# alarm_sequencer_flat

alarm_sequencer_flat/layers.png
Scale: 4 px per um. Only two layers are drawn.
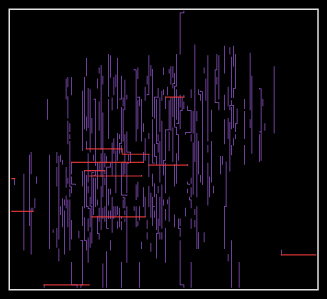

==> config.mk <==
export PLATFORM = sky130hd
export DESIGN_NAME = alarm_sequencer_flat
export DESIGN_NICKNAME = d
export VERILOG_FILES = /design/src/rtl/alarm_sequencer_if.sv /design/src/rtl/alarm_sequencer.sv /design/src/flat_wrapper.sv
export SDC_FILE = /design/constraint.sdc
export NUM_CORES = 1
export LEC_CHECK = 0
export CORE_ASPECT_RATIO = 0.9
export CORE_MARGIN = 3
export CORE_UTILIZATION = 35
export CTS_CLUSTER_SIZE = 28
export DETAILED_ROUTE_END_ITERATION = 8
export GPL_TIMING_DRIVEN = 0
export PLACE_DENSITY = 0.67
export SKIP_CTS_REPAIR_TIMING = 1
export SLEW_MARGIN = 5
export SYNTH_ARGS = -nofsm -noshare
export SYNTH_HDL_FRONTEND = slang
export SYNTH_SLANG_ARGS = --single-unit
==> constraint.sdc <==
create_clock -name clk -period 1.85 [get_ports clk]
set_input_delay 0.555 -clock clk [delete_from_list [all_inputs] [get_ports clk]]
set_output_delay 0.555 -clock clk [all_outputs]
set_load 0.03 [all_outputs]
==> src/rtl/alarm_sequencer_if.sv <==
// alarm_sequencer_if
// Groups the alarm controller's front-panel and time-base signals.
//   one_sec_tick, eq, alarm_en, stop_alarm, snooze : into the sequencer
//   alarm_light, buzzer, snooze_active,
//   snooze_count[3:0], missed                      : out of the sequencer
// master: the side that drives the requests (time base / buttons).
// slave : the sequencer itself.
interface alarm_sequencer_if;
  logic       one_sec_tick;
  logic       eq;
  logic       alarm_en;
  logic       stop_alarm;
  logic       snooze;
  logic       alarm_light;
  logic       buzzer;
  logic       snooze_active;
  logic [3:0] snooze_count;
  logic       missed;

  modport master (
    output one_sec_tick, eq, alarm_en, stop_alarm, snooze,
    input  alarm_light, buzzer, snooze_active, snooze_count, missed
  );

  modport slave (
    input  one_sec_tick, eq, alarm_en, stop_alarm, snooze,
    output alarm_light, buzzer, snooze_active, snooze_count, missed
  );
endinterface

==> src/rtl/alarm_sequencer.sv <==
// alarm_sequencer
// Sequences the alarm light and buzzer through ring, snooze and lockout
// phases, with timeouts counted in one_sec_tick pulses.
// Ports:
//   clk   : system clock, rising edge
//   reset : asynchronous, active-high
//   bus   : alarm_sequencer_if.slave
//             in : one_sec_tick, eq, alarm_en, stop_alarm, snooze
//             out: alarm_light, buzzer, snooze_active, snooze_count, missed
// All outputs come straight from registers.
module alarm_sequencer #(
  parameter int SNOOZE_SEC = 300,
  parameter int RING_SEC   = 60,
  parameter int MAX_SNOOZE = 3
) (
  input  logic                clk,
  input  logic                reset,
  alarm_sequencer_if.slave    bus
);

  localparam logic [15:0] RING_LOAD   = 16'(RING_SEC);
  localparam logic [15:0] SNOOZE_LOAD = 16'(SNOOZE_SEC);
  localparam logic [3:0]  SNOOZE_MAX  = 4'(MAX_SNOOZE);

  typedef enum logic [1:0] {
    IDLE    = 2'd0,
    RING    = 2'd1,
    SNOOZE  = 2'd2,
    LOCKOUT = 2'd3
  } state_t;

  state_t      state_reg, state_next;
  logic [15:0] timer_reg, timer_next;
  logic [3:0]  count_reg, count_next;
  logic        buzzer_reg, buzzer_next;
  logic        missed_reg, missed_next;
  logic        light_reg, active_reg;

  // A tick with the timer at 1 is the last second of the phase.
  logic expire;
  assign expire = bus.one_sec_tick && (timer_reg == 16'd1);

  always_ff @(posedge clk or posedge reset) begin
    if (reset) begin
      state_reg  <= IDLE;
      timer_reg  <= 16'd0;
      count_reg  <= 4'd0;
      buzzer_reg <= 1'b0;
      missed_reg <= 1'b0;
      light_reg  <= 1'b0;
      active_reg <= 1'b0;
    end else begin
      state_reg  <= state_next;
      timer_reg  <= timer_next;
      count_reg  <= count_next;
      buzzer_reg <= buzzer_next;
      missed_reg <= missed_next;
      // Indicator flags are registered copies of the next state so they
      // change on the same edge as the state itself.
      light_reg  <= (state_next == RING);
      active_reg <= (state_next == SNOOZE);
    end
  end

  always_comb begin
    state_next  = state_reg;
    timer_next  = 16'd0;
    count_next  = count_reg;
    buzzer_next = 1'b0;
    missed_next = missed_reg;

    if (!bus.alarm_en) begin
      state_next  = IDLE;
      count_next  = 4'd0;
      missed_next = 1'b0;
    end else begin
      case (state_reg)
        IDLE: begin
          if (bus.eq) begin
            state_next  = RING;
            timer_next  = RING_LOAD;
            count_next  = 4'd0;
            buzzer_next = 1'b1;
          end
        end

        RING: begin
          if (bus.stop_alarm) begin
            state_next  = LOCKOUT;
            missed_next = 1'b0;
          end else if (bus.snooze && (count_reg < SNOOZE_MAX)) begin
            state_next = SNOOZE;
            timer_next = SNOOZE_LOAD;
            count_next = count_reg + 4'd1;
          end else if (expire) begin
            state_next  = LOCKOUT;
            missed_next = 1'b1;
          end else begin
            timer_next  = timer_reg;
            buzzer_next = buzzer_reg;
            if (bus.one_sec_tick) begin
              // Guarded decrement: the timer never wraps below zero.
              if (timer_reg != 16'd0) timer_next = timer_reg - 16'd1;
              buzzer_next = ~buzzer_reg;
            end
          end
        end

        SNOOZE: begin
          if (bus.stop_alarm) begin
            state_next  = LOCKOUT;
            missed_next = 1'b0;
          end else if (expire) begin
            // Re-ring regardless of eq; the minute may already be over.
            state_next  = RING;
            timer_next  = RING_LOAD;
            buzzer_next = 1'b1;
          end else begin
            timer_next = timer_reg;
            if (bus.one_sec_tick && (timer_reg != 16'd0))
              timer_next = timer_reg - 16'd1;
          end
        end

        LOCKOUT: begin
          // Stay here until the matching minute ends to avoid a retrigger.
          if (!bus.eq) state_next = IDLE;
        end

        default: state_next = IDLE;
      endcase
    end
  end

  assign bus.alarm_light   = light_reg;
  assign bus.buzzer        = buzzer_reg;
  assign bus.snooze_active = active_reg;
  assign bus.snooze_count  = count_reg;
  assign bus.missed        = missed_reg;

endmodule

==> src/flat_wrapper.sv <==
// flat-port wrapper written by rule: the top's interface ports become plain ports
module alarm_sequencer_flat 
#(
  parameter int SNOOZE_SEC = 300,
  parameter int RING_SEC   = 60,
  parameter int MAX_SNOOZE = 3
)
  (clk, reset, bus_one_sec_tick, bus_eq, bus_alarm_en, bus_stop_alarm, bus_snooze, bus_alarm_light, bus_buzzer, bus_snooze_active, bus_snooze_count, bus_missed);
  alarm_sequencer_if bus_i ();
  input  logic clk;
  input  logic reset;
  input wire logic [$bits(bus_i.one_sec_tick)-1:0] bus_one_sec_tick;
  input wire logic [$bits(bus_i.eq)-1:0] bus_eq;
  input wire logic [$bits(bus_i.alarm_en)-1:0] bus_alarm_en;
  input wire logic [$bits(bus_i.stop_alarm)-1:0] bus_stop_alarm;
  input wire logic [$bits(bus_i.snooze)-1:0] bus_snooze;
  output wire logic [$bits(bus_i.alarm_light)-1:0] bus_alarm_light;
  output wire logic [$bits(bus_i.buzzer)-1:0] bus_buzzer;
  output wire logic [$bits(bus_i.snooze_active)-1:0] bus_snooze_active;
  output wire logic [$bits(bus_i.snooze_count)-1:0] bus_snooze_count;
  output wire logic [$bits(bus_i.missed)-1:0] bus_missed;
  assign bus_i.one_sec_tick = bus_one_sec_tick;
  assign bus_i.eq = bus_eq;
  assign bus_i.alarm_en = bus_alarm_en;
  assign bus_i.stop_alarm = bus_stop_alarm;
  assign bus_i.snooze = bus_snooze;
  assign bus_alarm_light = bus_i.alarm_light;
  assign bus_buzzer = bus_i.buzzer;
  assign bus_snooze_active = bus_i.snooze_active;
  assign bus_snooze_count = bus_i.snooze_count;
  assign bus_missed = bus_i.missed;
  alarm_sequencer #(.SNOOZE_SEC(SNOOZE_SEC), .RING_SEC(RING_SEC), .MAX_SNOOZE(MAX_SNOOZE)) u_core (.clk(clk), .reset(reset), .bus(bus_i));
endmodule
# dmem_arbiter

===== config.mk =====
export PLATFORM = sky130hd
export DESIGN_NAME = dmem_arbiter
export DESIGN_NICKNAME = d
export VERILOG_FILES = /design/src/rtl/dmem_arbiter.sv
export SDC_FILE = /design/constraint.sdc
export NUM_CORES = 1
export LEC_CHECK = 0
export ABC_AREA = 1
export CORE_AREA = 2 2 162 164
export CTS_CLUSTER_DIAMETER = 30
export DETAILED_ROUTE_END_ITERATION = 8
export DIE_AREA = 0 0 164 166
export HOLD_SLACK_MARGIN = 0.02
export SLEW_MARGIN = 5
export SYNTH_ARGS = -nofsm -noshare
export SYNTH_HDL_FRONTEND = slang
export SYNTH_SLANG_ARGS = --single-unit

===== constraint.sdc =====
create_clock -name clock -period 1.5 [get_ports clock]
set_input_delay 0.3 -clock clock [delete_from_list [all_inputs] [get_ports clock]]
set_output_delay 0.3 -clock clock [all_outputs]
set_load 0.05 [all_outputs]

===== src/rtl/dmem_arbiter.sv =====
// rtl/dmem_arbiter.sv - shares one data memory port between the CPU MEM stage and a debug port
// CPU has fixed priority; a starvation counter force-grants debug after a bounded wait.
module dmem_arbiter #(
  parameter int ADDR_WIDTH   = 8,
  parameter int DATA_WIDTH   = 64,
  parameter int STARVE_LIMIT = 4
) (
  input  logic                  clock,
  input  logic                  reset,
  input  logic                  cpu_req,
  input  logic                  cpu_we,
  input  logic [ADDR_WIDTH-1:0] cpu_addr,
  input  logic [DATA_WIDTH-1:0] cpu_wdata,
  output logic                  cpu_stall,
  output logic                  cpu_ack,
  output logic [DATA_WIDTH-1:0] cpu_rdata,
  input  logic                  dbg_req,
  input  logic                  dbg_we,
  input  logic [ADDR_WIDTH-1:0] dbg_addr,
  input  logic [DATA_WIDTH-1:0] dbg_wdata,
  output logic                  dbg_ack,
  output logic [DATA_WIDTH-1:0] dbg_rdata,
  output logic                  mem_en,
  output logic                  mem_we,
  output logic [ADDR_WIDTH-1:0] mem_addr,
  output logic [DATA_WIDTH-1:0] mem_wdata,
  input  logic [DATA_WIDTH-1:0] mem_rdata
);

  localparam int CW = $clog2(STARVE_LIMIT + 1);
  localparam logic [CW-1:0] LIMIT = CW'(STARVE_LIMIT);

  typedef enum logic [1:0] {IDLE, CPU, DBG} state_t;

  state_t        state, state_next;
  logic [CW-1:0] starve_cnt;
  logic          dbg_force, cpu_grant, dbg_grant;

  always_comb begin
    dbg_force = dbg_req && (starve_cnt == LIMIT);
    cpu_grant = cpu_req && !dbg_force;
    dbg_grant = dbg_req && !cpu_grant;
  end

  always_comb begin
    mem_en    = 1'b0;
    mem_we    = 1'b0;
    mem_addr  = '0;
    mem_wdata = '0;
    if (cpu_grant) begin
      mem_en    = 1'b1;
      mem_we    = cpu_we;
      mem_addr  = cpu_addr;
      mem_wdata = cpu_wdata;
    end else if (dbg_grant) begin
      mem_en    = 1'b1;
      mem_we    = dbg_we;
      mem_addr  = dbg_addr;
      mem_wdata = dbg_wdata;
    end
  end

  assign cpu_stall = cpu_req && !cpu_grant;

  // Counter only measures an unbroken run of denied debug cycles.
  always_ff @(posedge clock or negedge reset) begin
    if (!reset) begin
      starve_cnt <= '0;
    end else if (!dbg_req || dbg_grant) begin
      starve_cnt <= '0;
    end else if (starve_cnt != LIMIT) begin
      starve_cnt <= starve_cnt + CW'(1);
    end
  end

  always_ff @(posedge clock or negedge reset) begin
    if (!reset) state <= IDLE;
    else        state <= state_next;
  end

  always_comb begin
    state_next = IDLE;
    if (cpu_grant)      state_next = CPU;
    else if (dbg_grant) state_next = DBG;
  end

  // Read data is steered to whichever requester owned last cycle's access.
  assign cpu_ack   = (state == CPU);
  assign dbg_ack   = (state == DBG);
  assign cpu_rdata = cpu_ack ? mem_rdata : '0;
  assign dbg_rdata = dbg_ack ? mem_rdata : '0;

endmodule


# serial_sub

### src/rtl/serial_sub.sv
// rtl/serial_sub.sv - bit-serial WIDTH-bit subtractor built around one full-subtractor cell
//
// Optional feature macro: SERIAL_SUB_OVF_EN (adds the ovf output).
//
// Ports:
//   clk    in   1      rising-edge clock
//   rst_n  in   1      asynchronous active-low reset
//   start  in   1      request, honoured only while busy=0
//   a      in   WIDTH  minuend, captured on the accepted start edge
//   b      in   WIDTH  subtrahend, captured on the accepted start edge
//   bin    in   1      initial borrow-in, captured on the accepted start edge
//   busy   out  1      high while bits are being shifted
//   done   out  1      one-cycle pulse when diff/bout are updated
//   diff   out  WIDTH  a - b - bin (mod 2^WIDTH), held until the next result
//   bout   out  1      final borrow-out, held until the next result
//   ovf    out  1      two's-complement overflow (SERIAL_SUB_OVF_EN only)
module serial_sub #(
    parameter int WIDTH = 8
) (
    input  logic             clk,
    input  logic             rst_n,
    input  logic             start,
    input  logic [WIDTH-1:0] a,
    input  logic [WIDTH-1:0] b,
    input  logic             bin,
    output logic             busy,
    output logic             done,
    output logic [WIDTH-1:0] diff,
`ifdef SERIAL_SUB_OVF_EN
    output logic             ovf,
`endif
    output logic             bout
);

    localparam int CW = $clog2(WIDTH + 1);
    localparam logic [CW-1:0] LAST = CW'(WIDTH - 1);

    typedef enum logic {
        S_IDLE,
        S_SHIFT
    } state_t;

    state_t           state_q;
    logic [WIDTH-1:0] a_sh_q;
    logic [WIDTH-1:0] b_sh_q;
    logic [WIDTH-1:0] r_sh_q;
    logic [WIDTH-1:0] diff_q;
    logic [CW-1:0]    cnt_q;
    logic             brw_q;
    logic             busy_q;
    logic             done_q;
    logic             bout_q;

    logic             cell_diff;
    logic             cell_bout;
    logic [WIDTH-1:0] r_next;

    // Full-subtractor cell fed from the operand LSBs and the borrow flop.
    assign cell_diff = a_sh_q[0] ^ b_sh_q[0] ^ brw_q;
    assign cell_bout = (~a_sh_q[0] & b_sh_q[0]) | (~(a_sh_q[0] ^ b_sh_q[0]) & brw_q);

    // Result bits enter at the MSB so after WIDTH shifts bit 0 sits at the LSB.
    generate
        if (WIDTH == 1) begin : g_r_w1
            assign r_next = cell_diff;
        end else begin : g_r_wn
            assign r_next = {cell_diff, r_sh_q[WIDTH-1:1]};
        end
    endgenerate

`ifdef SERIAL_SUB_OVF_EN
    // Operand sign bits are kept aside because the shift registers lose them.
    logic a_msb_q;
    logic b_msb_q;
    logic ovf_q;
    assign ovf = ovf_q;
`endif

    always_ff @(posedge clk or negedge rst_n) begin
        if (!rst_n) begin
            state_q <= S_IDLE;
            a_sh_q  <= '0;
            b_sh_q  <= '0;
            r_sh_q  <= '0;
            diff_q  <= '0;
            cnt_q   <= '0;
            brw_q   <= 1'b0;
            busy_q  <= 1'b0;
            done_q  <= 1'b0;
            bout_q  <= 1'b0;
`ifdef SERIAL_SUB_OVF_EN
            a_msb_q <= 1'b0;
            b_msb_q <= 1'b0;
            ovf_q   <= 1'b0;
`endif
        end else begin
            done_q <= 1'b0;
            case (state_q)
                S_IDLE: begin
                    if (start) begin
                        a_sh_q  <= a;
                        b_sh_q  <= b;
                        brw_q   <= bin;
                        cnt_q   <= '0;
                        r_sh_q  <= '0;
                        busy_q  <= 1'b1;
                        state_q <= S_SHIFT;
`ifdef SERIAL_SUB_OVF_EN
                        a_msb_q <= a[WIDTH-1];
                        b_msb_q <= b[WIDTH-1];
`endif
                    end
                end
                S_SHIFT: begin
                    a_sh_q <= a_sh_q >> 1;
                    b_sh_q <= b_sh_q >> 1;
                    r_sh_q <= r_next;
                    brw_q  <= cell_bout;
                    cnt_q  <= cnt_q + CW'(1);
                    if (cnt_q == LAST) begin
                        diff_q  <= r_next;
                        bout_q  <= cell_bout;
                        done_q  <= 1'b1;
                        busy_q  <= 1'b0;
                        state_q <= S_IDLE;
`ifdef SERIAL_SUB_OVF_EN
                        // cell_diff is the result MSB on the last bit.
                        ovf_q <= (a_msb_q != b_msb_q) && (cell_diff != a_msb_q);
`endif
                    end
                end
                default: state_q <= S_IDLE;
            endcase
        end
    end

    assign busy = busy_q;
    assign done = done_q;
    assign diff = diff_q;
    assign bout = bout_q;

endmodule

### config.mk
export PLATFORM = sky130hd
export DESIGN_NAME = serial_sub
export DESIGN_NICKNAME = d
export VERILOG_FILES = /design/src/rtl/serial_sub.sv
export SDC_FILE = /design/constraint.sdc
export NUM_CORES = 1
export LEC_CHECK = 0
export CORE_UTILIZATION = 58
export CTS_BUF_LIST = sky130_fd_sc_hd__clkbuf_4
export CTS_CLUSTER_SIZE = 28
export DETAILED_ROUTE_END_ITERATION = 12
export PLACE_DENSITY = 0.94
export SLEW_MARGIN = 40
export SYNTH_ARGS = -nofsm -noshare
export SYNTH_HDL_FRONTEND = slang
export SYNTH_SLANG_ARGS = --single-unit
export TNS_END_PERCENT = 1
### constraint.sdc
create_clock -name clk -period 2.4 [get_ports clk]
set_input_delay 0.48 -clock clk [delete_from_list [all_inputs] [get_ports clk]]
set_output_delay 0.48 -clock clk [all_outputs]
set_load 0.02 [all_outputs]
# pwr_seq_ctrl

===== config.mk =====
export PLATFORM = sky130hd
export DESIGN_NAME = pwr_seq_ctrl
export DESIGN_NICKNAME = d
export VERILOG_FILES = /design/src/rtl/pwr_seq_ctrl.sv
export SDC_FILE = /design/constraint.sdc
export NUM_CORES = 1
export LEC_CHECK = 0
export CORE_MARGIN = 8
export CORE_UTILIZATION = 43
export DETAILED_ROUTE_END_ITERATION = 8
export GPL_TIMING_DRIVEN = 0
export MAX_ROUTING_LAYER = met4
export PLACE_DENSITY = 0.6
export SLEW_MARGIN = 20
export SYNTH_ARGS = -nofsm -noshare
export SYNTH_HDL_FRONTEND = slang
export SYNTH_SLANG_ARGS = --single-unit

===== constraint.sdc =====
create_clock -name clk -period 2.64 [get_ports clk]
set_input_delay 0.66 -clock clk [delete_from_list [all_inputs] [get_ports clk]]
set_output_delay 0.66 -clock clk [all_outputs]
set_load 0.05 [all_outputs]

===== src/rtl/pwr_seq_ctrl.sv =====
// rtl/pwr_seq_ctrl.sv - power-sequencing controller for the IN and MUX switchable domains
//
// Purpose: turns level off-requests for the IN and MUX domains into ordered
// sequences. Shutdown runs isolate, save, power-off. Wake runs power-on,
// restore, de-isolate. One shared sequencer serves both domains, and
// round-robin arbitration picks between them.
//
// Ports:
//   clk            sole clock
//   reset          synchronous, active-high
//   in_off_req     level: 1 = IN domain off, 0 = IN domain on
//   mux_off_req    level: 1 = MUX domain off, 0 = MUX domain on
//   IN_PWR/MUX_PWR domain switch enables (1 = powered)
//   in_iso/mux_iso isolation enables
//   in_save/...    retention save pulses
//   in_restore/... retention restore pulses
//   in_off_stat/.. 1 when the domain is fully off (acknowledge for off_req)
//   busy           1 while a sequence is in progress
//   cur_dom        domain being sequenced (0 = IN, 1 = MUX), valid while busy
module pwr_seq_ctrl #(
  parameter int ISO_SETUP   = 2,
  parameter int SAVE_CYC    = 1,
  parameter int PWR_SETTLE  = 4,
  parameter int RESTORE_CYC = 1,
  parameter int MIN_OFF     = 8,
  parameter int CNT_W       = 8
) (
  input  logic clk,
  input  logic reset,
  input  logic in_off_req,
  input  logic mux_off_req,
  output logic IN_PWR,
  output logic MUX_PWR,
  output logic in_iso,
  output logic mux_iso,
  output logic in_save,
  output logic mux_save,
  output logic in_restore,
  output logic mux_restore,
  output logic in_off_stat,
  output logic mux_off_stat,
  output logic busy,
  output logic cur_dom
);

  typedef enum logic [2:0] {
    S_IDLE,
    S_ISO,
    S_SAVE,
    S_PWRUP,
    S_RESTORE
  } state_t;

  // Phase counters count down to zero, so each is loaded with (length - 1).
  localparam logic [CNT_W-1:0] C_ISO     = CNT_W'(ISO_SETUP - 1);
  localparam logic [CNT_W-1:0] C_SAVE    = CNT_W'(SAVE_CYC - 1);
  localparam logic [CNT_W-1:0] C_SETTLE  = CNT_W'(PWR_SETTLE - 1);
  localparam logic [CNT_W-1:0] C_RESTORE = CNT_W'(RESTORE_CYC - 1);
  localparam logic [CNT_W-1:0] C_MIN_OFF = CNT_W'(MIN_OFF);
  localparam logic [CNT_W-1:0] C_ONE     = CNT_W'(1);

  // Bit 0 is the IN domain and bit 1 is the MUX domain throughout.
  state_t           r_state;
  logic [1:0]       r_pwr;
  logic [1:0]       r_iso;
  logic [1:0]       r_save;
  logic [1:0]       r_restore;
  logic [1:0]       r_off_stat;
  logic             r_busy;
  logic             r_cur_dom;
  logic             r_rr_last;
  logic [CNT_W-1:0] r_cnt;
  logic [CNT_W-1:0] r_tmr_in;
  logic [CNT_W-1:0] r_tmr_mux;

  logic [1:0] w_req;
  logic [1:0] w_tmr_done;
  logic [1:0] w_pend;
  logic       w_gnt_dom;

  assign w_req = {mux_off_req, in_off_req};

  // The timer reaches zero at this edge when it is 1 now. Testing for <= 1
  // makes the domain stay off for exactly MIN_OFF cycles.
  assign w_tmr_done[0] = (r_tmr_in <= C_ONE);
  assign w_tmr_done[1] = (r_tmr_mux <= C_ONE);

  // Off requests are pending at once. Wake requests wait for the off-timer.
  assign w_pend[0] = (w_req[0] & ~r_off_stat[0]) |
                     (~w_req[0] & r_off_stat[0] & w_tmr_done[0]);
  assign w_pend[1] = (w_req[1] & ~r_off_stat[1]) |
                     (~w_req[1] & r_off_stat[1] & w_tmr_done[1]);

  // On a tie, grant the domain that was not served last.
  assign w_gnt_dom = (w_pend == 2'b11) ? ~r_rr_last : w_pend[1];

  always_ff @(posedge clk) begin
    if (reset) begin
      r_state    <= S_IDLE;
      r_pwr      <= 2'b11;
      r_iso      <= 2'b00;
      r_save     <= 2'b00;
      r_restore  <= 2'b00;
      r_off_stat <= 2'b00;
      r_busy     <= 1'b0;
      r_cur_dom  <= 1'b0;
      r_rr_last  <= 1'b1;
      r_cnt      <= '0;
      r_tmr_in   <= '0;
      r_tmr_mux  <= '0;
    end else begin
      if (r_tmr_in != '0) r_tmr_in <= r_tmr_in - C_ONE;
      if (r_tmr_mux != '0) r_tmr_mux <= r_tmr_mux - C_ONE;

      case (r_state)
        S_IDLE: begin
          if (w_pend != 2'b00) begin
            r_cur_dom <= w_gnt_dom;
            r_rr_last <= w_gnt_dom;
            r_busy    <= 1'b1;
            if (!r_off_stat[w_gnt_dom]) begin
              r_iso[w_gnt_dom] <= 1'b1;
              r_cnt            <= C_ISO;
              r_state          <= S_ISO;
            end else begin
              r_pwr[w_gnt_dom] <= 1'b1;
              r_cnt            <= C_SETTLE;
              r_state          <= S_PWRUP;
            end
          end
        end

        S_ISO: begin
          if (r_cnt == '0) begin
            r_save[r_cur_dom] <= 1'b1;
            r_cnt             <= C_SAVE;
            r_state           <= S_SAVE;
          end else begin
            r_cnt <= r_cnt - C_ONE;
          end
        end

        S_SAVE: begin
          if (r_cnt == '0) begin
            r_save[r_cur_dom]     <= 1'b0;
            r_pwr[r_cur_dom]      <= 1'b0;
            r_off_stat[r_cur_dom] <= 1'b1;
            if (r_cur_dom) r_tmr_mux <= C_MIN_OFF;
            else           r_tmr_in  <= C_MIN_OFF;
            r_busy  <= 1'b0;
            r_state <= S_IDLE;
          end else begin
            r_cnt <= r_cnt - C_ONE;
          end
        end

        S_PWRUP: begin
          if (r_cnt == '0) begin
            r_restore[r_cur_dom] <= 1'b1;
            r_cnt                <= C_RESTORE;
            r_state              <= S_RESTORE;
          end else begin
            r_cnt <= r_cnt - C_ONE;
          end
        end

        S_RESTORE: begin
          if (r_cnt == '0) begin
            r_restore[r_cur_dom]  <= 1'b0;
            r_iso[r_cur_dom]      <= 1'b0;
            r_off_stat[r_cur_dom] <= 1'b0;
            r_busy  <= 1'b0;
            r_state <= S_IDLE;
          end else begin
            r_cnt <= r_cnt - C_ONE;
          end
        end

        default: begin
          r_busy  <= 1'b0;
          r_state <= S_IDLE;
        end
      endcase
    end
  end

  assign IN_PWR       = r_pwr[0];
  assign MUX_PWR      = r_pwr[1];
  assign in_iso       = r_iso[0];
  assign mux_iso      = r_iso[1];
  assign in_save      = r_save[0];
  assign mux_save     = r_save[1];
  assign in_restore   = r_restore[0];
  assign mux_restore  = r_restore[1];
  assign in_off_stat  = r_off_stat[0];
  assign mux_off_stat = r_off_stat[1];
  assign busy         = r_busy;
  assign cur_dom      = r_cur_dom;

endmodule


alarm_sequencer_flat/gates.png
Scale: 4 px per um.
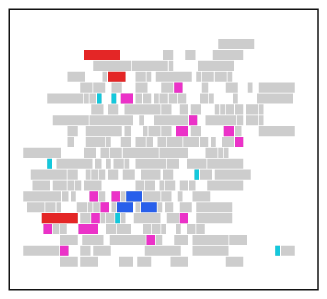
and/or cells -> magenta  # cells 15
non-inverting ao/oa cells -> blue  # cells 3
inv cells -> cyan  # cells 6
fa/ha/maj cells -> red  # cells 3

About alarm_sequencer_flat/layers.png:
M2 -> purple  # wire length 1760 um
M3 -> red  # wire length 107 um
drt total wl: 3.69 mm
gr usage total: 13.3%

==> flow_metrics.env, alarm_sequencer_flat <==
# source this file to load flow results
export IMPL_status="complete, but fails checks"
export IMPL_violations="setup timing"
export IMPL_ant_nets=0
export IMPL_setup_ws_ns=-0.220
export IMPL_setup_violations=17
export IMPL_powerDensity_nw_per_um2=737
export IMPL_drive_gt1_share_pct=24.9
export IMPL_cts_sinks=26
export IMPL_met1_usage_pct=20.0
export IMPL_max_slew_worst_pin_slew_ns=1.01
export IMPL_synth_avg_cell_area_um2=9.13
export IMPL_synth_main_ff_cell="dfrtp_1"
export IMPL_cap_violations=0
export IMPL_die_x_um=76.8
export IMPL_critPathKind="flip-flop to flip-flop"
export IMPL_met1_length_mm=1.80
export IMPL_syn_area_um2=1580
export IMPL_row_count=22
export IMPL_post_place_ws_ns=-0.661
export IMPL_hold_start="u_core.bus.buzzer"
export IMPL_cts_buffers=3
export IMPL_grt_busiest_layer="met1"
export IMPL_worstPathArrival_ns=2.28
export IMPL_dp_hpwl_mm=2.41
export IMPL_rr_startpoint="u_core.bus.snooze_count[0]"
export IMPL_finalSetupTns_ns=-1.55
export IMPL_syn_to_final_growth_pct=36.1
export IMPL_grt_use_met3_pct=2.86
export IMPL_routed_top_layer="met4"
export IMPL_fp_util_pct=37.5
alarm_sequencer_flat: logic make-up (layout without fill, tap and decap cells):
| kind of cell | count (synthesis) | after routing | share of synthesized area (%) |
|---|---|---|---|
| xor+xnor | 15 | 15 | 8.32 |
| buf+inv | 11 | 43 | 3.01 |
| compound gates | 29 | 29 | 12.8 |
| mux | 2 | 2 | 1.27 |
| fa+ha+maj | 3 | 3 | 2.38 |
| simple gates | 87 | 87 | 31.0 |
| flops | 26 | 26 | 41.2 |
alarm_sequencer_flat: final cells by class:
type	instances	share of cell area (%)
plain buffers	4	1.40
clock buffers	3	1.92
clock inverters	1	1.40
inverters	6	1.05
multi-input cells	136	47.4
flip-flops and latches	26	30.5
well taps	60	3.49
repair buffers	29	12.9
alarm_sequencer_flat: power breakdown:
group / total (mW) / internal (mW) / switching [mW]
clock: 0.476 / 0.290 / 0.186
sequential: 0.649 / 0.597 / 0.0520
combinational: 0.459 / 0.222 / 0.237
total: 1.58 / 1.11 / 0.475
pwr_seq_ctrl/closeup.png
Window x 29 to 59, y 29 to 59 um. Cells in gray, sequential cells in the stronger gray; small squares are vias.
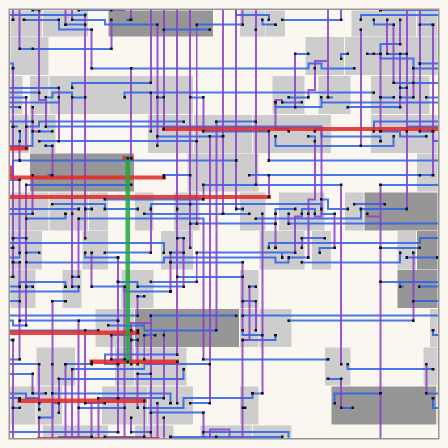
M3 -> red
M1 -> blue
M4 -> green
M2 -> purple
cells with their middle in the window = 55
sequential cells in the window = 5
most frequent = nor2_1 (5), dfxtp_1 (5), nand2_1 (4)

==> flow_metrics.env, pwr_seq_ctrl <==
# source this file to load flow results
export IMPL_drt_first_pass_iters=6
export IMPL_hp_class="flip-flop to flip-flop"
export IMPL_crit_path_max_fanout=10
export IMPL_design_power_total_mw=3.69
export IMPL_num_nonclk_buffers=27
export IMPL_core_um2=5110
export IMPL_cts_buffers=5
export IMPL_seq_area_share_pct=30.4
export IMPL_whs_path_depth=2
export IMPL_routed_top_layer="met4"
export IMPL_reg2reg_depth=6
export IMPL_track_usage_pct=15.4
export IMPL_cap_violations=0
export IMPL_top_cell="dfxtp_1"
export IMPL_drtIter0Drc=59
export IMPL_ys_seq_share_pct=35.3
export IMPL_critPathKind="flip-flop to flip-flop"
export IMPL_grt_max_degree=13
export IMPL_route_vias_total=2017
export IMPL_met1_usage_pct=20.0
export IMPL_status="completed"
export IMPL_syn_to_final_growth_pct=16.3
export IMPL_fin_nets=302
export IMPL_grt_use_met3_pct=3.34
export IMPL_ant_nets=0
export IMPL_n_sequential_cell=40
export IMPL_row_count=26
export IMPL_syn_area_um2=2270
pwr_seq_ctrl: worst register-to-register path, cell delays in order (launching register included):
cell	delay, ns
dfxtp_1	0.39
or4_1	0.53
clkbuf_1	0.18
nor2_2	0.43
a2111oi_2	0.19
o31ai_2	0.51
a21oi_1	0.07
pwr_seq_ctrl: power by group:
part | total [mW] | internal [mW] | switching (mW) | leakage (nW)
Sequential | 1.07 | 0.830 | 0.237 | 0.329
Clock | 0.425 | 0.209 | 0.216 | 0.0510
Combinational | 2.20 | 0.884 | 1.32 | 0.584
pwr_seq_ctrl: logic make-up after synthesis:
group           Yosys count  synth area share, %
fa+ha+maj                 6                 3.31
flops                    40                 35.3
mux                       1                0.442
compound gates           77                 26.7
buf+inv                  20                 4.03
simple gates            108                 24.4
xor+xnor                 15                 5.79
pwr_seq_ctrl: stage by stage:
step / setup slack [ns] / TNS, ns / cell area (um2)
after detailed placement: -0.399 / -1.85 / 2500
after CTS: 0.198 / 0 / 2600
after global placement: -0.440 / -1.87 / 2500
final: 0.213 / 0 / 2640
after global routing: 0.0295 / 0 / 2640
after floorplan: 0.468 / 0 / 2270
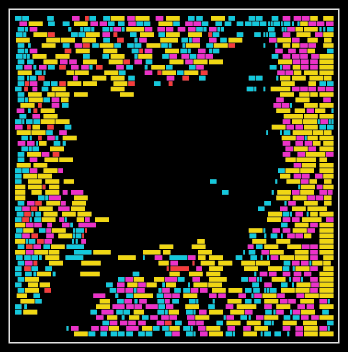
dmem_arbiter/sizing.png
Scale: 2 px per um.
x3 and x4 -> magenta  # cells 247
x1 and smaller -> cyan  # cells 339
x2 -> red  # cells 44
x6 and larger -> yellow  # cells 306
worst setup margin: -0.590 ns
Non-clk bufs: 491
Non-Filler Cell Area, Final: 12100 um2
area grow syn2layout: 473%

dmem_arbiter/route_heat.png
Scale: 1.5 px per um. 33 x 33 tiles, from dark purple (low) to yellow (high), scaled to the fullest tile. Values are wire area over tile area, all layers added.
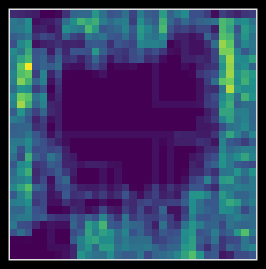
nearly empty tiles = 23%
mean over tiles = 0.13
tiles over half the peak = 9.6%

==> flow_metrics.env, dmem_arbiter <==
# source this file to load flow results
export IMPL_status="complete, but fails checks"
export IMPL_grt_busiest_layer="met2"
export IMPL_met1_length_mm=7.18
export IMPL_routed_top_layer="met4"
export IMPL_ys_cells=479
export IMPL_worstPathArrival_ns=1.79
export IMPL_cp_required_ns=1.20
export IMPL_setup_violations=205
export IMPL_switchingPower_mw=2.35
export IMPL_yosys_area_top_type_share_pct=26.7
export IMPL_drive_gt1_share_pct=63.8
export IMPL_p_leak_nw=5.12
export IMPL_finalSetupTns_ns=-72.88
export IMPL_ant_nets=0
export IMPL_num_tap_cells=335
export IMPL_rr_startpoint="starve_cnt[0]"
export IMPL_crit_end="mem_wdata[20]"
export IMPL_powerSeq_mw=0.146
export IMPL_setup_ws_ns=-0.590
export IMPL_port_buffers=418
export IMPL_violations="setup timing"
export IMPL_topCombFamilyByArea="simple AND/OR/NAND/NOR gates"
export IMPL_cap_violations=0
export IMPL_largest_class="non-clock buffers"
export IMPL_yosysWarnings=0
export IMPL_wl_met2_mm=12.2
export IMPL_insertedDiodeCount=1
-- dmem_arbiter: per-stage QoR --
| step | utilization (%) | area, um2 | std cells |
|---|---|---|---|
| 3_5_place_dp | 37.8 | 9690 | 1230 |
| 5_1_grt | 47.1 | 12100 | 1272 |
| 6_report | 47.1 | 12100 | 1272 |
| 3_3_place_gp | 37.8 | 9690 | 1230 |
| 4_1_cts | 45.7 | 11700 | 1272 |
| 2_1_floorplan | - | 3710 | 479 |
-- dmem_arbiter: placed cells by master, fill, tap and decap left out, types with 2 or more instances in the layout --
cell and n:
inv_1 67, buf_6 31, clkbuf_16 6, buf_4 11
nand2_1 8, nand2_8 36, or2_4 2, nand3_4 8
inv_2 4, nand2_4 93, buf_8 48, buf_12 174
nand2_2 13, buf_16 11, clkdlybuf4s50_1 211, nand3_1 42
nor2_4 129, nand3_2 25, nor2_1 3, dfrtp_1 4
-- dmem_arbiter: worst max-delay path, stage by stage (launching register included) --
cell and delay, ns:
dfrtp_1 0.38, inv_2 0.07, ha_4 0.15, nand2_4 0.06, a21oi_4 0.18, buf_12 0.13
buf_12 0.13, clkbuf_16 0.18, nand2_2 0.07, nand2_4 0.07, buf_12 0.13
serial_sub/closeup.png
Window x 13 to 43, y 13 to 43 um. Cells in gray, sequential cells in the stronger gray; small squares are vias.
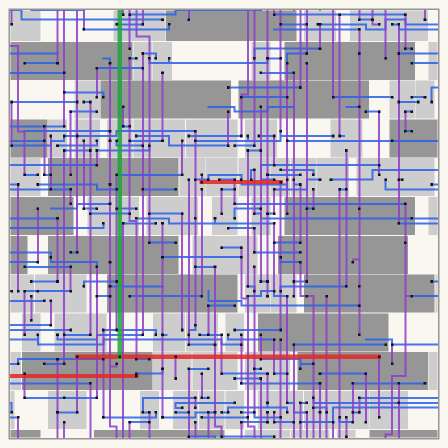
M2 -> purple
M4 -> green
M3 -> red
M1 -> blue
netlist names of flops here include = r_sh_q (6), a_sh_q (3), b_sh_q (3)
sequential cells in the window = 14
cells with their middle in the window = 65
most frequent = dfrtp_1 (14), o21ai_0 (11), nand2_1 (10)

==> flow_metrics.env, serial_sub <==
# source this file to load flow results
export IMPL_p_comb_share_pct=41.1
export IMPL_intPower_mw=1.57
export IMPL_aoi_share_pct=9.16
export IMPL_violations="DRC"
export IMPL_cap_violations=0
export IMPL_grt_busiest_layer="met2"
export IMPL_yosysWarnings=0
export IMPL_powerSeq_mw=1.16
export IMPL_path_cells="clkdlybuf4s50_1"
export IMPL_cpPeakStageDelay_ns=0.61
export IMPL_setup_violations=0
export IMPL_antenna_found_initial=0
export IMPL_wl_met3_um=146
export IMPL_grt_use_met3_pct=7.83
export IMPL_die_x_um=56.7
export IMPL_grt_first_pass_wirelength_mm=5.27
export IMPL_grt_pass1_vias=1138
export IMPL_drc=2
export IMPL_finalMaxSlewViolations=0
export IMPL_syn_to_final_growth_pct=19.4
export IMPL_status="complete, but fails checks"
export IMPL_r2r_slack_ns=0.59
export IMPL_cts_max_path_buffers=2
export IMPL_seq_area_share_pct=48.3
export IMPL_crit_path_max_fanout=2
export IMPL_routed_top_layer="met4"
export IMPL_p_leak_nw=0.982
export IMPL_syn_num_nets=171
## serial_sub: flip-flops by register name, summed over array words and instances (netlist names)
register  flops
a_sh_q        8
b_sh_q        8
diff          8
r_sh_q        7
cnt_q         4
bout          1
brw_q         1
busy          1
done          1
state_q       1
## serial_sub: worst register-to-register path: cells and delay by family (launching register included)
family,cells,cell delay [ns]
and+or+nand+nor,1,0.55
adders and majority gates,1,0.23
DFF,1,0.41
muxes,1,0.51
## serial_sub: how the worst min path moves through the flow
stage,from,endpoint,slack (ns)
CTS,rst_n,a_sh_q[1],0.25
global placement,b_sh_q[1],b_sh_q[0],0.46
global route,rst_n,a_sh_q[1],0.11
floorplan,rst_n,a_sh_q[0],0.18
detailed placement,bout,bout,0.47
finish,rst_n,diff[0],0.09
## serial_sub: through the flow
stage                     std cells  total power [mW]  area (um2)  util, %  setup slack (ns)
after floorplan                 149              1.82        1740        -              1.04
after global placement          203              2.09        2030     72.4             0.647
after detailed placement        203              2.19        2030     72.4             0.588
after CTS                       208              2.48        2070     73.8             0.569
after global routing            208              2.63        2070     73.9             0.459
final                           208              2.46        2070     73.9             0.592

# mul_div_unit

mul_div_unit/closeup.png
Window x 90 to 120, y 90 to 120 um. Cells in gray, sequential cells in the stronger gray; small squares are vias.
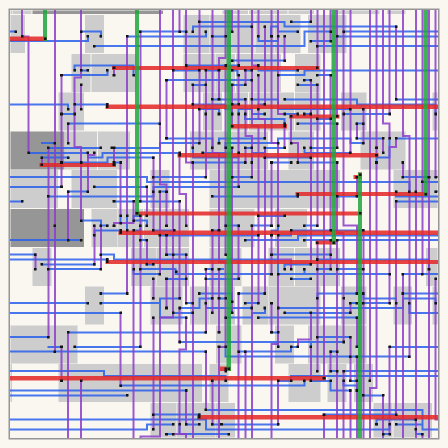

`config.mk`:
```
export PLATFORM = sky130hd
export DESIGN_NAME = mul_div_unit
export DESIGN_NICKNAME = d
export VERILOG_FILES = /design/src/rtl/mul_div_unit.sv
export SDC_FILE = /design/constraint.sdc
export NUM_CORES = 1
export LEC_CHECK = 0
export CAP_MARGIN = 20
export CORE_UTILIZATION = 40
export CTS_CLUSTER_SIZE = 28
export DETAILED_ROUTE_END_ITERATION = 10
export PLACE_DENSITY = 0.59
export SYNTH_ARGS = -nofsm -noshare
export SYNTH_HDL_FRONTEND = slang
export SYNTH_SLANG_ARGS = --single-unit
```
`constraint.sdc`:
```
create_clock -name clk -period 5.67 [get_ports clk]
set_input_delay 0.567 -clock clk [delete_from_list [all_inputs] [get_ports clk]]
set_output_delay 0.567 -clock clk [all_outputs]
set_load 0.02 [all_outputs]
```
`src/rtl/mul_div_unit.sv`:
```
// Iterative HI/LO multiply/divide unit for MULT/MULTU/DIV/DIVU/MTHI/MTLO.
// Optional macro MULDIV_FAST_MUL_EN: multiplies use a combinational product and skip RUN.
module mul_div_unit #(
    parameter int XLEN = 32
) (
    input  logic            clk,
    input  logic            reset_n,
    input  logic            start,
    input  logic [2:0]      op,
    input  logic [XLEN-1:0] src_a,
    input  logic [XLEN-1:0] src_b,
    output logic            busy,
    output logic            done,
    output logic [XLEN-1:0] hi,
    output logic [XLEN-1:0] lo
);
    localparam int          CNT_W   = $clog2(XLEN);
    localparam logic [2:0]  OP_MTHI = 3'd4;
    localparam logic [2:0]  OP_MTLO = 3'd5;

    typedef enum logic [1:0] {IDLE = 2'd0, RUN = 2'd1, FIX = 2'd2} state_t;

    state_t              state_r, state_nxt_s;
    logic [CNT_W-1:0]    count_r;
    logic [XLEN-1:0]     a_r, b_r, rem_r, hi_r, lo_r;
    logic [2*XLEN-1:0]   acc_r;
    logic                sa_r, sb_r, is_div_r, div_zero_r, busy_r, done_r;

    logic                accept_s, muldiv_s, mt_s, div_zero_s, fast_mul_s, sa_s, sb_s;
    logic [XLEN:0]       mul_sum_s, div_shift_s;
    logic                div_ge_s;
    logic [XLEN-1:0]     div_sub_s, res_hi_s, res_lo_s;
    logic [2*XLEN-1:0]   prod_raw_s, prod_s;

    function automatic logic [XLEN-1:0] cond_neg(input logic [XLEN-1:0] v, input logic neg);
        return neg ? ({XLEN{1'b0}} - v) : v;
    endfunction

    function automatic logic [2*XLEN-1:0] cond_neg_w(input logic [2*XLEN-1:0] v, input logic neg);
        return neg ? ({(2*XLEN){1'b0}} - v) : v;
    endfunction

    // Request decode; ops 6/7 are never accepted.
    always_comb begin
        accept_s   = (state_r == IDLE) && start && (op <= OP_MTLO);
        muldiv_s   = accept_s && !op[2];
        mt_s       = accept_s && op[2];
        sa_s       = !op[0] && src_a[XLEN-1];
        sb_s       = !op[0] && src_b[XLEN-1];
        div_zero_s = muldiv_s && op[1] && (src_b == {XLEN{1'b0}});
`ifdef MULDIV_FAST_MUL_EN
        fast_mul_s = muldiv_s && !op[1];
`else
        fast_mul_s = 1'b0;
`endif
    end

    // Next-state logic.
    always_comb begin
        state_nxt_s = state_r;
        case (state_r)
            IDLE: begin
                if (muldiv_s) begin
                    if (div_zero_s || fast_mul_s) begin
                        state_nxt_s = FIX;
                    end else begin
                        state_nxt_s = RUN;
                    end
                end else begin
                    state_nxt_s = IDLE;
                end
            end
            RUN: begin
                if (count_r == CNT_W'(XLEN - 1)) begin
                    state_nxt_s = FIX;
                end else begin
                    state_nxt_s = RUN;
                end
            end
            FIX:     state_nxt_s = IDLE;
            default: state_nxt_s = IDLE;
        endcase
    end

    // State register.
    always_ff @(posedge clk or negedge reset_n) begin
        if (!reset_n) begin
            state_r <= IDLE;
        end else begin
            state_r <= state_nxt_s;
        end
    end

    // Iteration datapath and sign-corrected results.
    always_comb begin
        mul_sum_s   = {1'b0, acc_r[2*XLEN-1:XLEN]} + (acc_r[0] ? {1'b0, b_r} : {(XLEN+1){1'b0}});
        div_shift_s = {rem_r, acc_r[XLEN-1]};
        div_ge_s    = (div_shift_s >= {1'b0, b_r});
        // The true difference is below the divisor, so XLEN bits suffice.
        div_sub_s   = div_shift_s[XLEN-1:0] - b_r;
`ifdef MULDIV_FAST_MUL_EN
        prod_raw_s  = {{XLEN{1'b0}}, a_r} * {{XLEN{1'b0}}, b_r};
`else
        prod_raw_s  = acc_r;
`endif
        prod_s      = cond_neg_w(prod_raw_s, sa_r ^ sb_r);
        if (div_zero_r) begin
            res_hi_s = a_r;
            res_lo_s = {XLEN{1'b1}};
        end else if (is_div_r) begin
            res_hi_s = cond_neg(rem_r, sa_r);
            res_lo_s = cond_neg(acc_r[XLEN-1:0], sa_r ^ sb_r);
        end else begin
            res_hi_s = prod_s[2*XLEN-1:XLEN];
            res_lo_s = prod_s[XLEN-1:0];
        end
    end

    // Operand latches, accumulators, HI/LO and handshake registers.
    always_ff @(posedge clk or negedge reset_n) begin
        if (!reset_n) begin
            count_r    <= {CNT_W{1'b0}};
            a_r        <= {XLEN{1'b0}};
            b_r        <= {XLEN{1'b0}};
            rem_r      <= {XLEN{1'b0}};
            acc_r      <= {(2*XLEN){1'b0}};
            sa_r       <= 1'b0;
            sb_r       <= 1'b0;
            is_div_r   <= 1'b0;
            div_zero_r <= 1'b0;
            hi_r       <= {XLEN{1'b0}};
            lo_r       <= {XLEN{1'b0}};
            busy_r     <= 1'b0;
            done_r     <= 1'b0;
        end else begin
            done_r <= 1'b0;
            case (state_r)
                IDLE: begin
                    if (mt_s) begin
                        if (op == OP_MTHI) begin
                            hi_r <= src_a;
                        end else begin
                            lo_r <= src_a;
                        end
                        done_r <= 1'b1;
                    end else if (muldiv_s) begin
                        busy_r     <= 1'b1;
                        count_r    <= {CNT_W{1'b0}};
                        sa_r       <= sa_s;
                        sb_r       <= sb_s;
                        is_div_r   <= op[1];
                        div_zero_r <= div_zero_s;
                        // Divide-by-zero keeps the raw dividend for HI.
                        a_r        <= div_zero_s ? src_a : cond_neg(src_a, sa_s);
                        b_r        <= cond_neg(src_b, sb_s);
                        acc_r      <= {{XLEN{1'b0}}, cond_neg(src_a, sa_s)};
                        rem_r      <= {XLEN{1'b0}};
                    end
                end
                RUN: begin
                    count_r <= count_r + {{(CNT_W-1){1'b0}}, 1'b1};
                    if (is_div_r) begin
                        rem_r <= div_ge_s ? div_sub_s : div_shift_s[XLEN-1:0];
                        acc_r <= {acc_r[2*XLEN-1:XLEN], acc_r[XLEN-2:0], div_ge_s};
                    end else begin
                        acc_r <= {mul_sum_s, acc_r[XLEN-1:1]};
                    end
                end
                FIX: begin
                    hi_r   <= res_hi_s;
                    lo_r   <= res_lo_s;
                    busy_r <= 1'b0;
                    done_r <= 1'b1;
                end
                default: begin
                    busy_r <= 1'b0;
                end
            endcase
        end
    end

    assign busy = busy_r;
    assign done = done_r;
    assign hi   = hi_r;
    assign lo   = lo_r;

endmodule

```
# mem_access_unit

$ cat src/rtl/mem_access_unit.sv
// Memory-side stage behind the multi-cycle controller: turns single-cycle memory strobes
// into a req/ack handshake and holds the Instruction, OldPC and Data registers.
module mem_access_unit #(
  parameter int ADDR_W  = 32,
  parameter int DATA_W  = 32,
  parameter int TIMEOUT = 16
) (
  input  logic              i_Clk,
  input  logic              i_Reset,
  input  logic              i_AdrSrc,
  input  logic [ADDR_W-1:0] i_PC,
  input  logic [ADDR_W-1:0] i_Result,
  input  logic [DATA_W-1:0] i_WriteData,
  input  logic              i_IRWrite,
  input  logic              i_MemWrite,
  input  logic              i_MemRead,
  output logic              o_MemReq,
  output logic              o_MemWe,
  output logic [ADDR_W-1:0] o_MemAddr,
  output logic [DATA_W-1:0] o_MemWData,
  input  logic              i_MemAck,
  input  logic [DATA_W-1:0] i_MemRData,
  output logic [DATA_W-1:0] o_Instr,
  output logic [ADDR_W-1:0] o_OldPC,
  output logic [DATA_W-1:0] o_Data,
  output logic              o_Stall,
  output logic              o_Fault
);

  localparam logic [1:0] ST_IDLE = 2'd0;
  localparam logic [1:0] ST_WAIT = 2'd1;
  localparam logic [1:0] ST_DONE = 2'd2;

  localparam logic [1:0] KIND_FETCH = 2'd0;
  localparam logic [1:0] KIND_STORE = 2'd1;
  localparam logic [1:0] KIND_LOAD  = 2'd2;

  localparam int              CNT_W    = (TIMEOUT > 2) ? $clog2(TIMEOUT) : 1;
  localparam logic [CNT_W-1:0] CNT_LAST = CNT_W'(TIMEOUT - 1);

  logic [1:0]        state;
  logic [1:0]        kind;
  logic [1:0]        next_kind;
  logic [CNT_W-1:0]  wait_cnt;
  logic [ADDR_W-1:0] pending_pc;
  logic [ADDR_W-1:0] addr_sel;
  logic              any_strobe;

  always_comb begin
    any_strobe = i_IRWrite | i_MemWrite | i_MemRead;
    addr_sel   = i_AdrSrc ? i_Result : i_PC;
    next_kind  = KIND_LOAD;
    if (i_IRWrite)
      next_kind = KIND_FETCH;
    else if (i_MemWrite)
      next_kind = KIND_STORE;
    o_Stall = ((state == ST_IDLE) && any_strobe) || (state == ST_WAIT);
  end

  // An ack landing on the last wait cycle still completes the access normally.
  always_ff @(posedge i_Clk) begin
    if (i_Reset) begin
      state      <= ST_IDLE;
      kind       <= KIND_FETCH;
      wait_cnt   <= '0;
      pending_pc <= '0;
      o_MemReq   <= 1'b0;
      o_MemWe    <= 1'b0;
      o_MemAddr  <= '0;
      o_MemWData <= '0;
      o_Instr    <= '0;
      o_OldPC    <= '0;
      o_Data     <= '0;
      o_Fault    <= 1'b0;
    end else begin
      case (state)
        ST_IDLE: begin
          if (any_strobe) begin
            o_MemAddr  <= addr_sel;
            o_MemWData <= i_WriteData;
            kind       <= next_kind;
            wait_cnt   <= '0;
            if (i_IRWrite)
              pending_pc <= i_PC;
            if (addr_sel[1:0] != 2'b00) begin
              o_Fault <= 1'b1;
              state   <= ST_DONE;
            end else begin
              o_MemReq <= 1'b1;
              o_MemWe  <= (next_kind == KIND_STORE);
              state    <= ST_WAIT;
            end
          end
        end
        ST_WAIT: begin
          if (i_MemAck) begin
            case (kind)
              KIND_FETCH: begin
                o_Instr <= i_MemRData;
                o_OldPC <= pending_pc;
              end
              KIND_LOAD: o_Data <= i_MemRData;
              default: ;
            endcase
            o_MemReq <= 1'b0;
            o_MemWe  <= 1'b0;
            state    <= ST_DONE;
          end else if (wait_cnt == CNT_LAST) begin
            o_Fault  <= 1'b1;
            o_MemReq <= 1'b0;
            o_MemWe  <= 1'b0;
            state    <= ST_DONE;
          end else begin
            wait_cnt <= wait_cnt + CNT_W'(1);
          end
        end
        ST_DONE: state <= ST_IDLE;
        default: state <= ST_IDLE;
      endcase
    end
  end

endmodule

$ cat config.mk
export PLATFORM = sky130hd
export DESIGN_NAME = mem_access_unit
export DESIGN_NICKNAME = d
export VERILOG_FILES = /design/src/rtl/mem_access_unit.sv
export SDC_FILE = /design/constraint.sdc
export NUM_CORES = 1
export LEC_CHECK = 0
export ABC_AREA = 1
export CAP_MARGIN = 20
export CORE_ASPECT_RATIO = 0.5
export CORE_MARGIN = 2
export CORE_UTILIZATION = 48
export CTS_BUF_LIST = sky130_fd_sc_hd__clkbuf_4 sky130_fd_sc_hd__clkbuf_8
export DETAILED_ROUTE_END_ITERATION = 6
export GPL_TIMING_DRIVEN = 0
export PLACE_DENSITY_LB_ADDON = 0.12
export SKIP_CTS_REPAIR_TIMING = 1
export SLEW_MARGIN = 5
export SYNTH_ARGS = -nofsm -noshare
export SYNTH_HDL_FRONTEND = slang
export SYNTH_SLANG_ARGS = --single-unit
export TNS_END_PERCENT = 20
$ cat constraint.sdc
create_clock -name i_Clk -period 3.5 [get_ports i_Clk]
set_clock_uncertainty 0.1 [all_clocks]
set_input_delay 1.05 -clock i_Clk [delete_from_list [all_inputs] [get_ports i_Clk]]
set_output_delay 1.05 -clock i_Clk [all_outputs]
set_load 0.05 [all_outputs]
mul_div_unit/placed.png
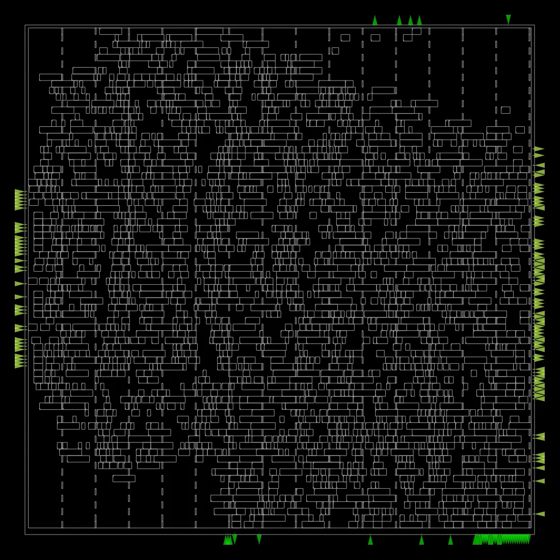
Finished Layout Cells: 2856
fin util: 47.5%
# Taps: 585
row count: 76
Layout fillers: 4285

mul_div_unit/gates.png
Scale: 2 px per um.
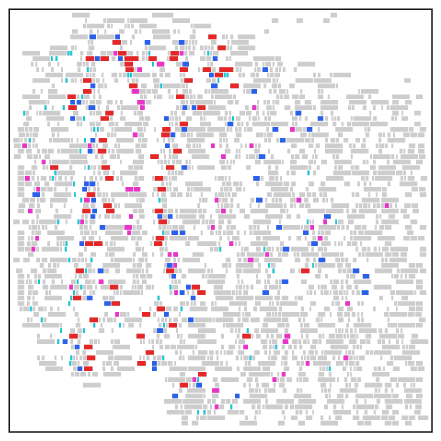
non-inverting ao/oa cells -> blue  # cells 78
fa/ha/maj cells -> red  # cells 72
and/or cells -> magenta  # cells 57, where spread over the die
inv cells -> cyan  # cells 77

## Picture notes: mul_div_unit/closeup.png
M4 -> green
M1 -> blue
M2 -> purple
M3 -> red
cells with their middle in the window = 63
netlist names of flops here include = acc_r (1)
most frequent = nor2_1 (9), nand2_1 (8), o21ai_0 (5)
sequential cells in the window = 1

==> flow_metrics.env, mul_div_unit <==
# source this file to load flow results
export IMPL_status="completed"
export IMPL_cts_tree="built"
export IMPL_min_period_over_period_pct=74.3
export IMPL_cpPeakStageDelay_ns=0.73
export IMPL_inv_count=77
export IMPL_cp_top_family="AND-OR/OR-AND gates"
export IMPL_track_usage_pct=29.2
export IMPL_n_clock_buffer=40
export IMPL_fin_crit_ns=4.21
export IMPL_ys_ff=237
export IMPL_die_h_um=211
export IMPL_setup_ws_ns=1.46
export IMPL_grt_use_met3_pct=3.70
export IMPL_grt_ovfl_total=0
export IMPL_antenna_found_initial=0
-- mul_div_unit: power breakdown --
part           leakage (nW)  internal (mW)  switching [mW]
sequential             2.93           2.46           0.982
clock                 0.528           1.26           0.815
combinational          5.07           2.99            4.43
-- mul_div_unit: how the worst max path moves through the flow --
stage	startpoint	end	slack [ns]	depth (start not counted)
after global placement	b_r[1]	rem_r[20]	1.54	12
after floorplan	acc_r[0]	acc_r[56]	2.44	13
after global routing	b_r[1]	rem_r[8]	1.19	13
after detailed placement	src_b[6]	a_r[14]	1.47	11
final	b_r[1]	rem_r[9]	1.46	13
after CTS	b_r[1]	rem_r[9]	1.45	13
-- mul_div_unit: state kept, by name, summed over array words and instances, names as in the netlist, 2 cells and up --
register and count:
rem_r 32, state_r 2, count_r 5, a_r 32, b_r 32, lo 32
hi 32, acc_r 64
-- mul_div_unit: per-stage QoR --
stage	cell area [um2]	hold slack (ns)	util, %
after CTS	20300	0.147	47.3
after floorplan	17400	0.271	-
after global placement	19300	0.462	44.9
after detailed placement	19300	0.470	44.9
after global routing	20400	0.199	47.5
final	20400	0.0801	47.5
mem_access_unit/placed.png
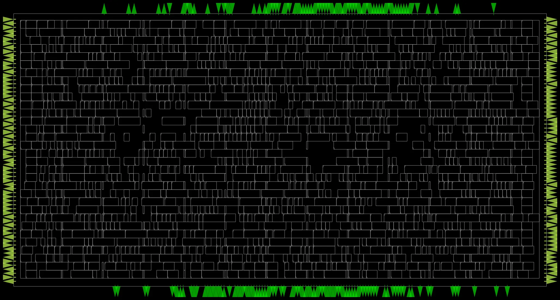
fin util: 74.5%
seq_cells: 203
Core ar.: 15300 um2
sequential cell area share: 35.8%
# Taps: 204

==> flow_metrics.env, mem_access_unit <==
# source this file to load flow results
export IMPL_status="completed"
export IMPL_slowest_stage="clkdlybuf4s50_1"
export IMPL_max_slew_worst_pin_slew_ns=0.572
export IMPL_edf_count=0
export IMPL_root_buffer="clkbuf_8"
export IMPL_cts_max_path_buffers=3
export IMPL_yosysTopAreaCell="dfxtp_1"
export IMPL_fmax_mhz=300
export IMPL_slew_limit_headroom_pct=61.9
export IMPL_hold_end="o_Fault"
export IMPL_clock_power_mw=2.13
export IMPL_end_kind="primary output"
export IMPL_cpPeakStageDelay_ns=0.50
export IMPL_track_usage_pct=27.6
export IMPL_totalWireLength_mm=23.7
export IMPL_met1_length_mm=9.69
[mem_access_unit: metrics by stage]
step / hold WS [ns] / setup TNS (ns) / power (mW) / utilization [%] / std cells
3_5_place_dp: 0.348 / -0.744 / 3.95 / 69.8 / 1462
2_1_floorplan: 0.344 / 0 / 3.41 / - / 962
3_3_place_gp: 0.351 / -0.731 / 3.92 / 69.8 / 1462
6_report: 0.355 / 0 / 6.04 / 74.5 / 1518
4_1_cts: 0.358 / -0.735 / 6.06 / 74.3 / 1516
5_1_grt: 0.384 / 0 / 6.29 / 74.5 / 1518
[mem_access_unit: registers in the layout, indices dropped and copies added, names as in the netlist]
register / count
kind: 2
wait_cnt: 4
o_MemWData: 32
o_MemWe: 1
o_Instr: 32
o_MemReq: 1
o_MemAddr: 32
o_Fault: 1
pending_pc: 32
o_Data: 32
o_OldPC: 32
state: 2
[mem_access_unit: area by class of cell]
cell class              instances  area share, %
plain buffers                  66           3.26
clock buffers                  44           5.11
clock inverters                10          0.925
inverters                      25          0.826
multi-input cells             667           25.6
flip-flops and latches        203           35.8
well taps                     204           2.25
repair buffers                299           26.2


==> notes/layouts.md <==
Pictures saved along the way, in no particular order.

Signal wires by layer.
(a)
Scale: 4 px per um. Only two layers are drawn.
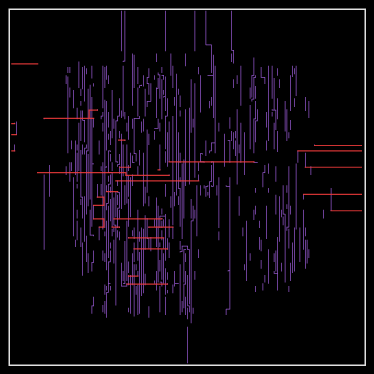
(b)
Scale: 6 px per um. Only two layers are drawn.
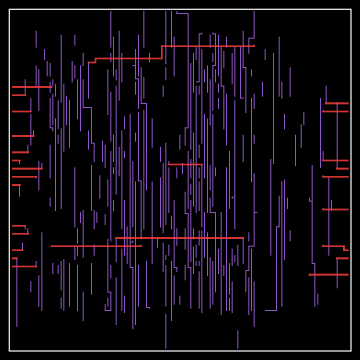
(c)
Scale: 2 px per um. Only two layers are drawn.
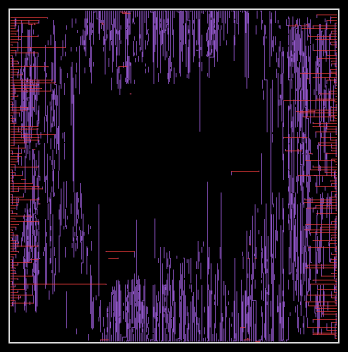
(d)
Scale: 3 px per um. Only two layers are drawn.
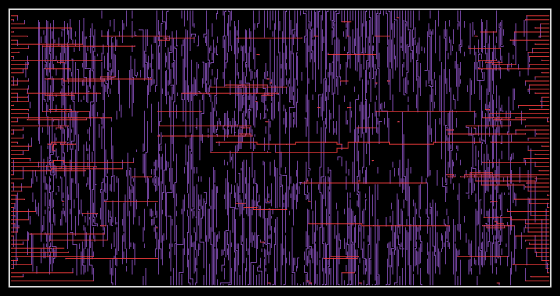
(e)
Scale: 2 px per um. Only two layers are drawn.
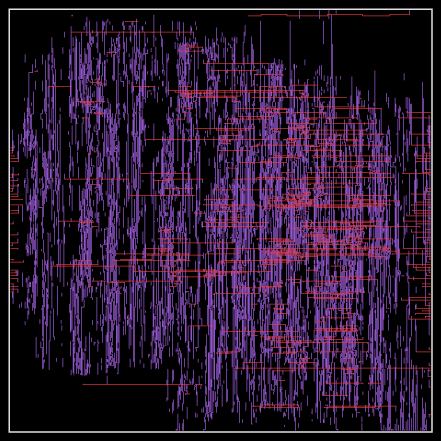
(a) -> pwr_seq_ctrl
(c) -> dmem_arbiter
(e) -> mul_div_unit
(b) -> serial_sub
(d) -> mem_access_unit

No activity file was given, so power comes from the tool's default toggle rates.
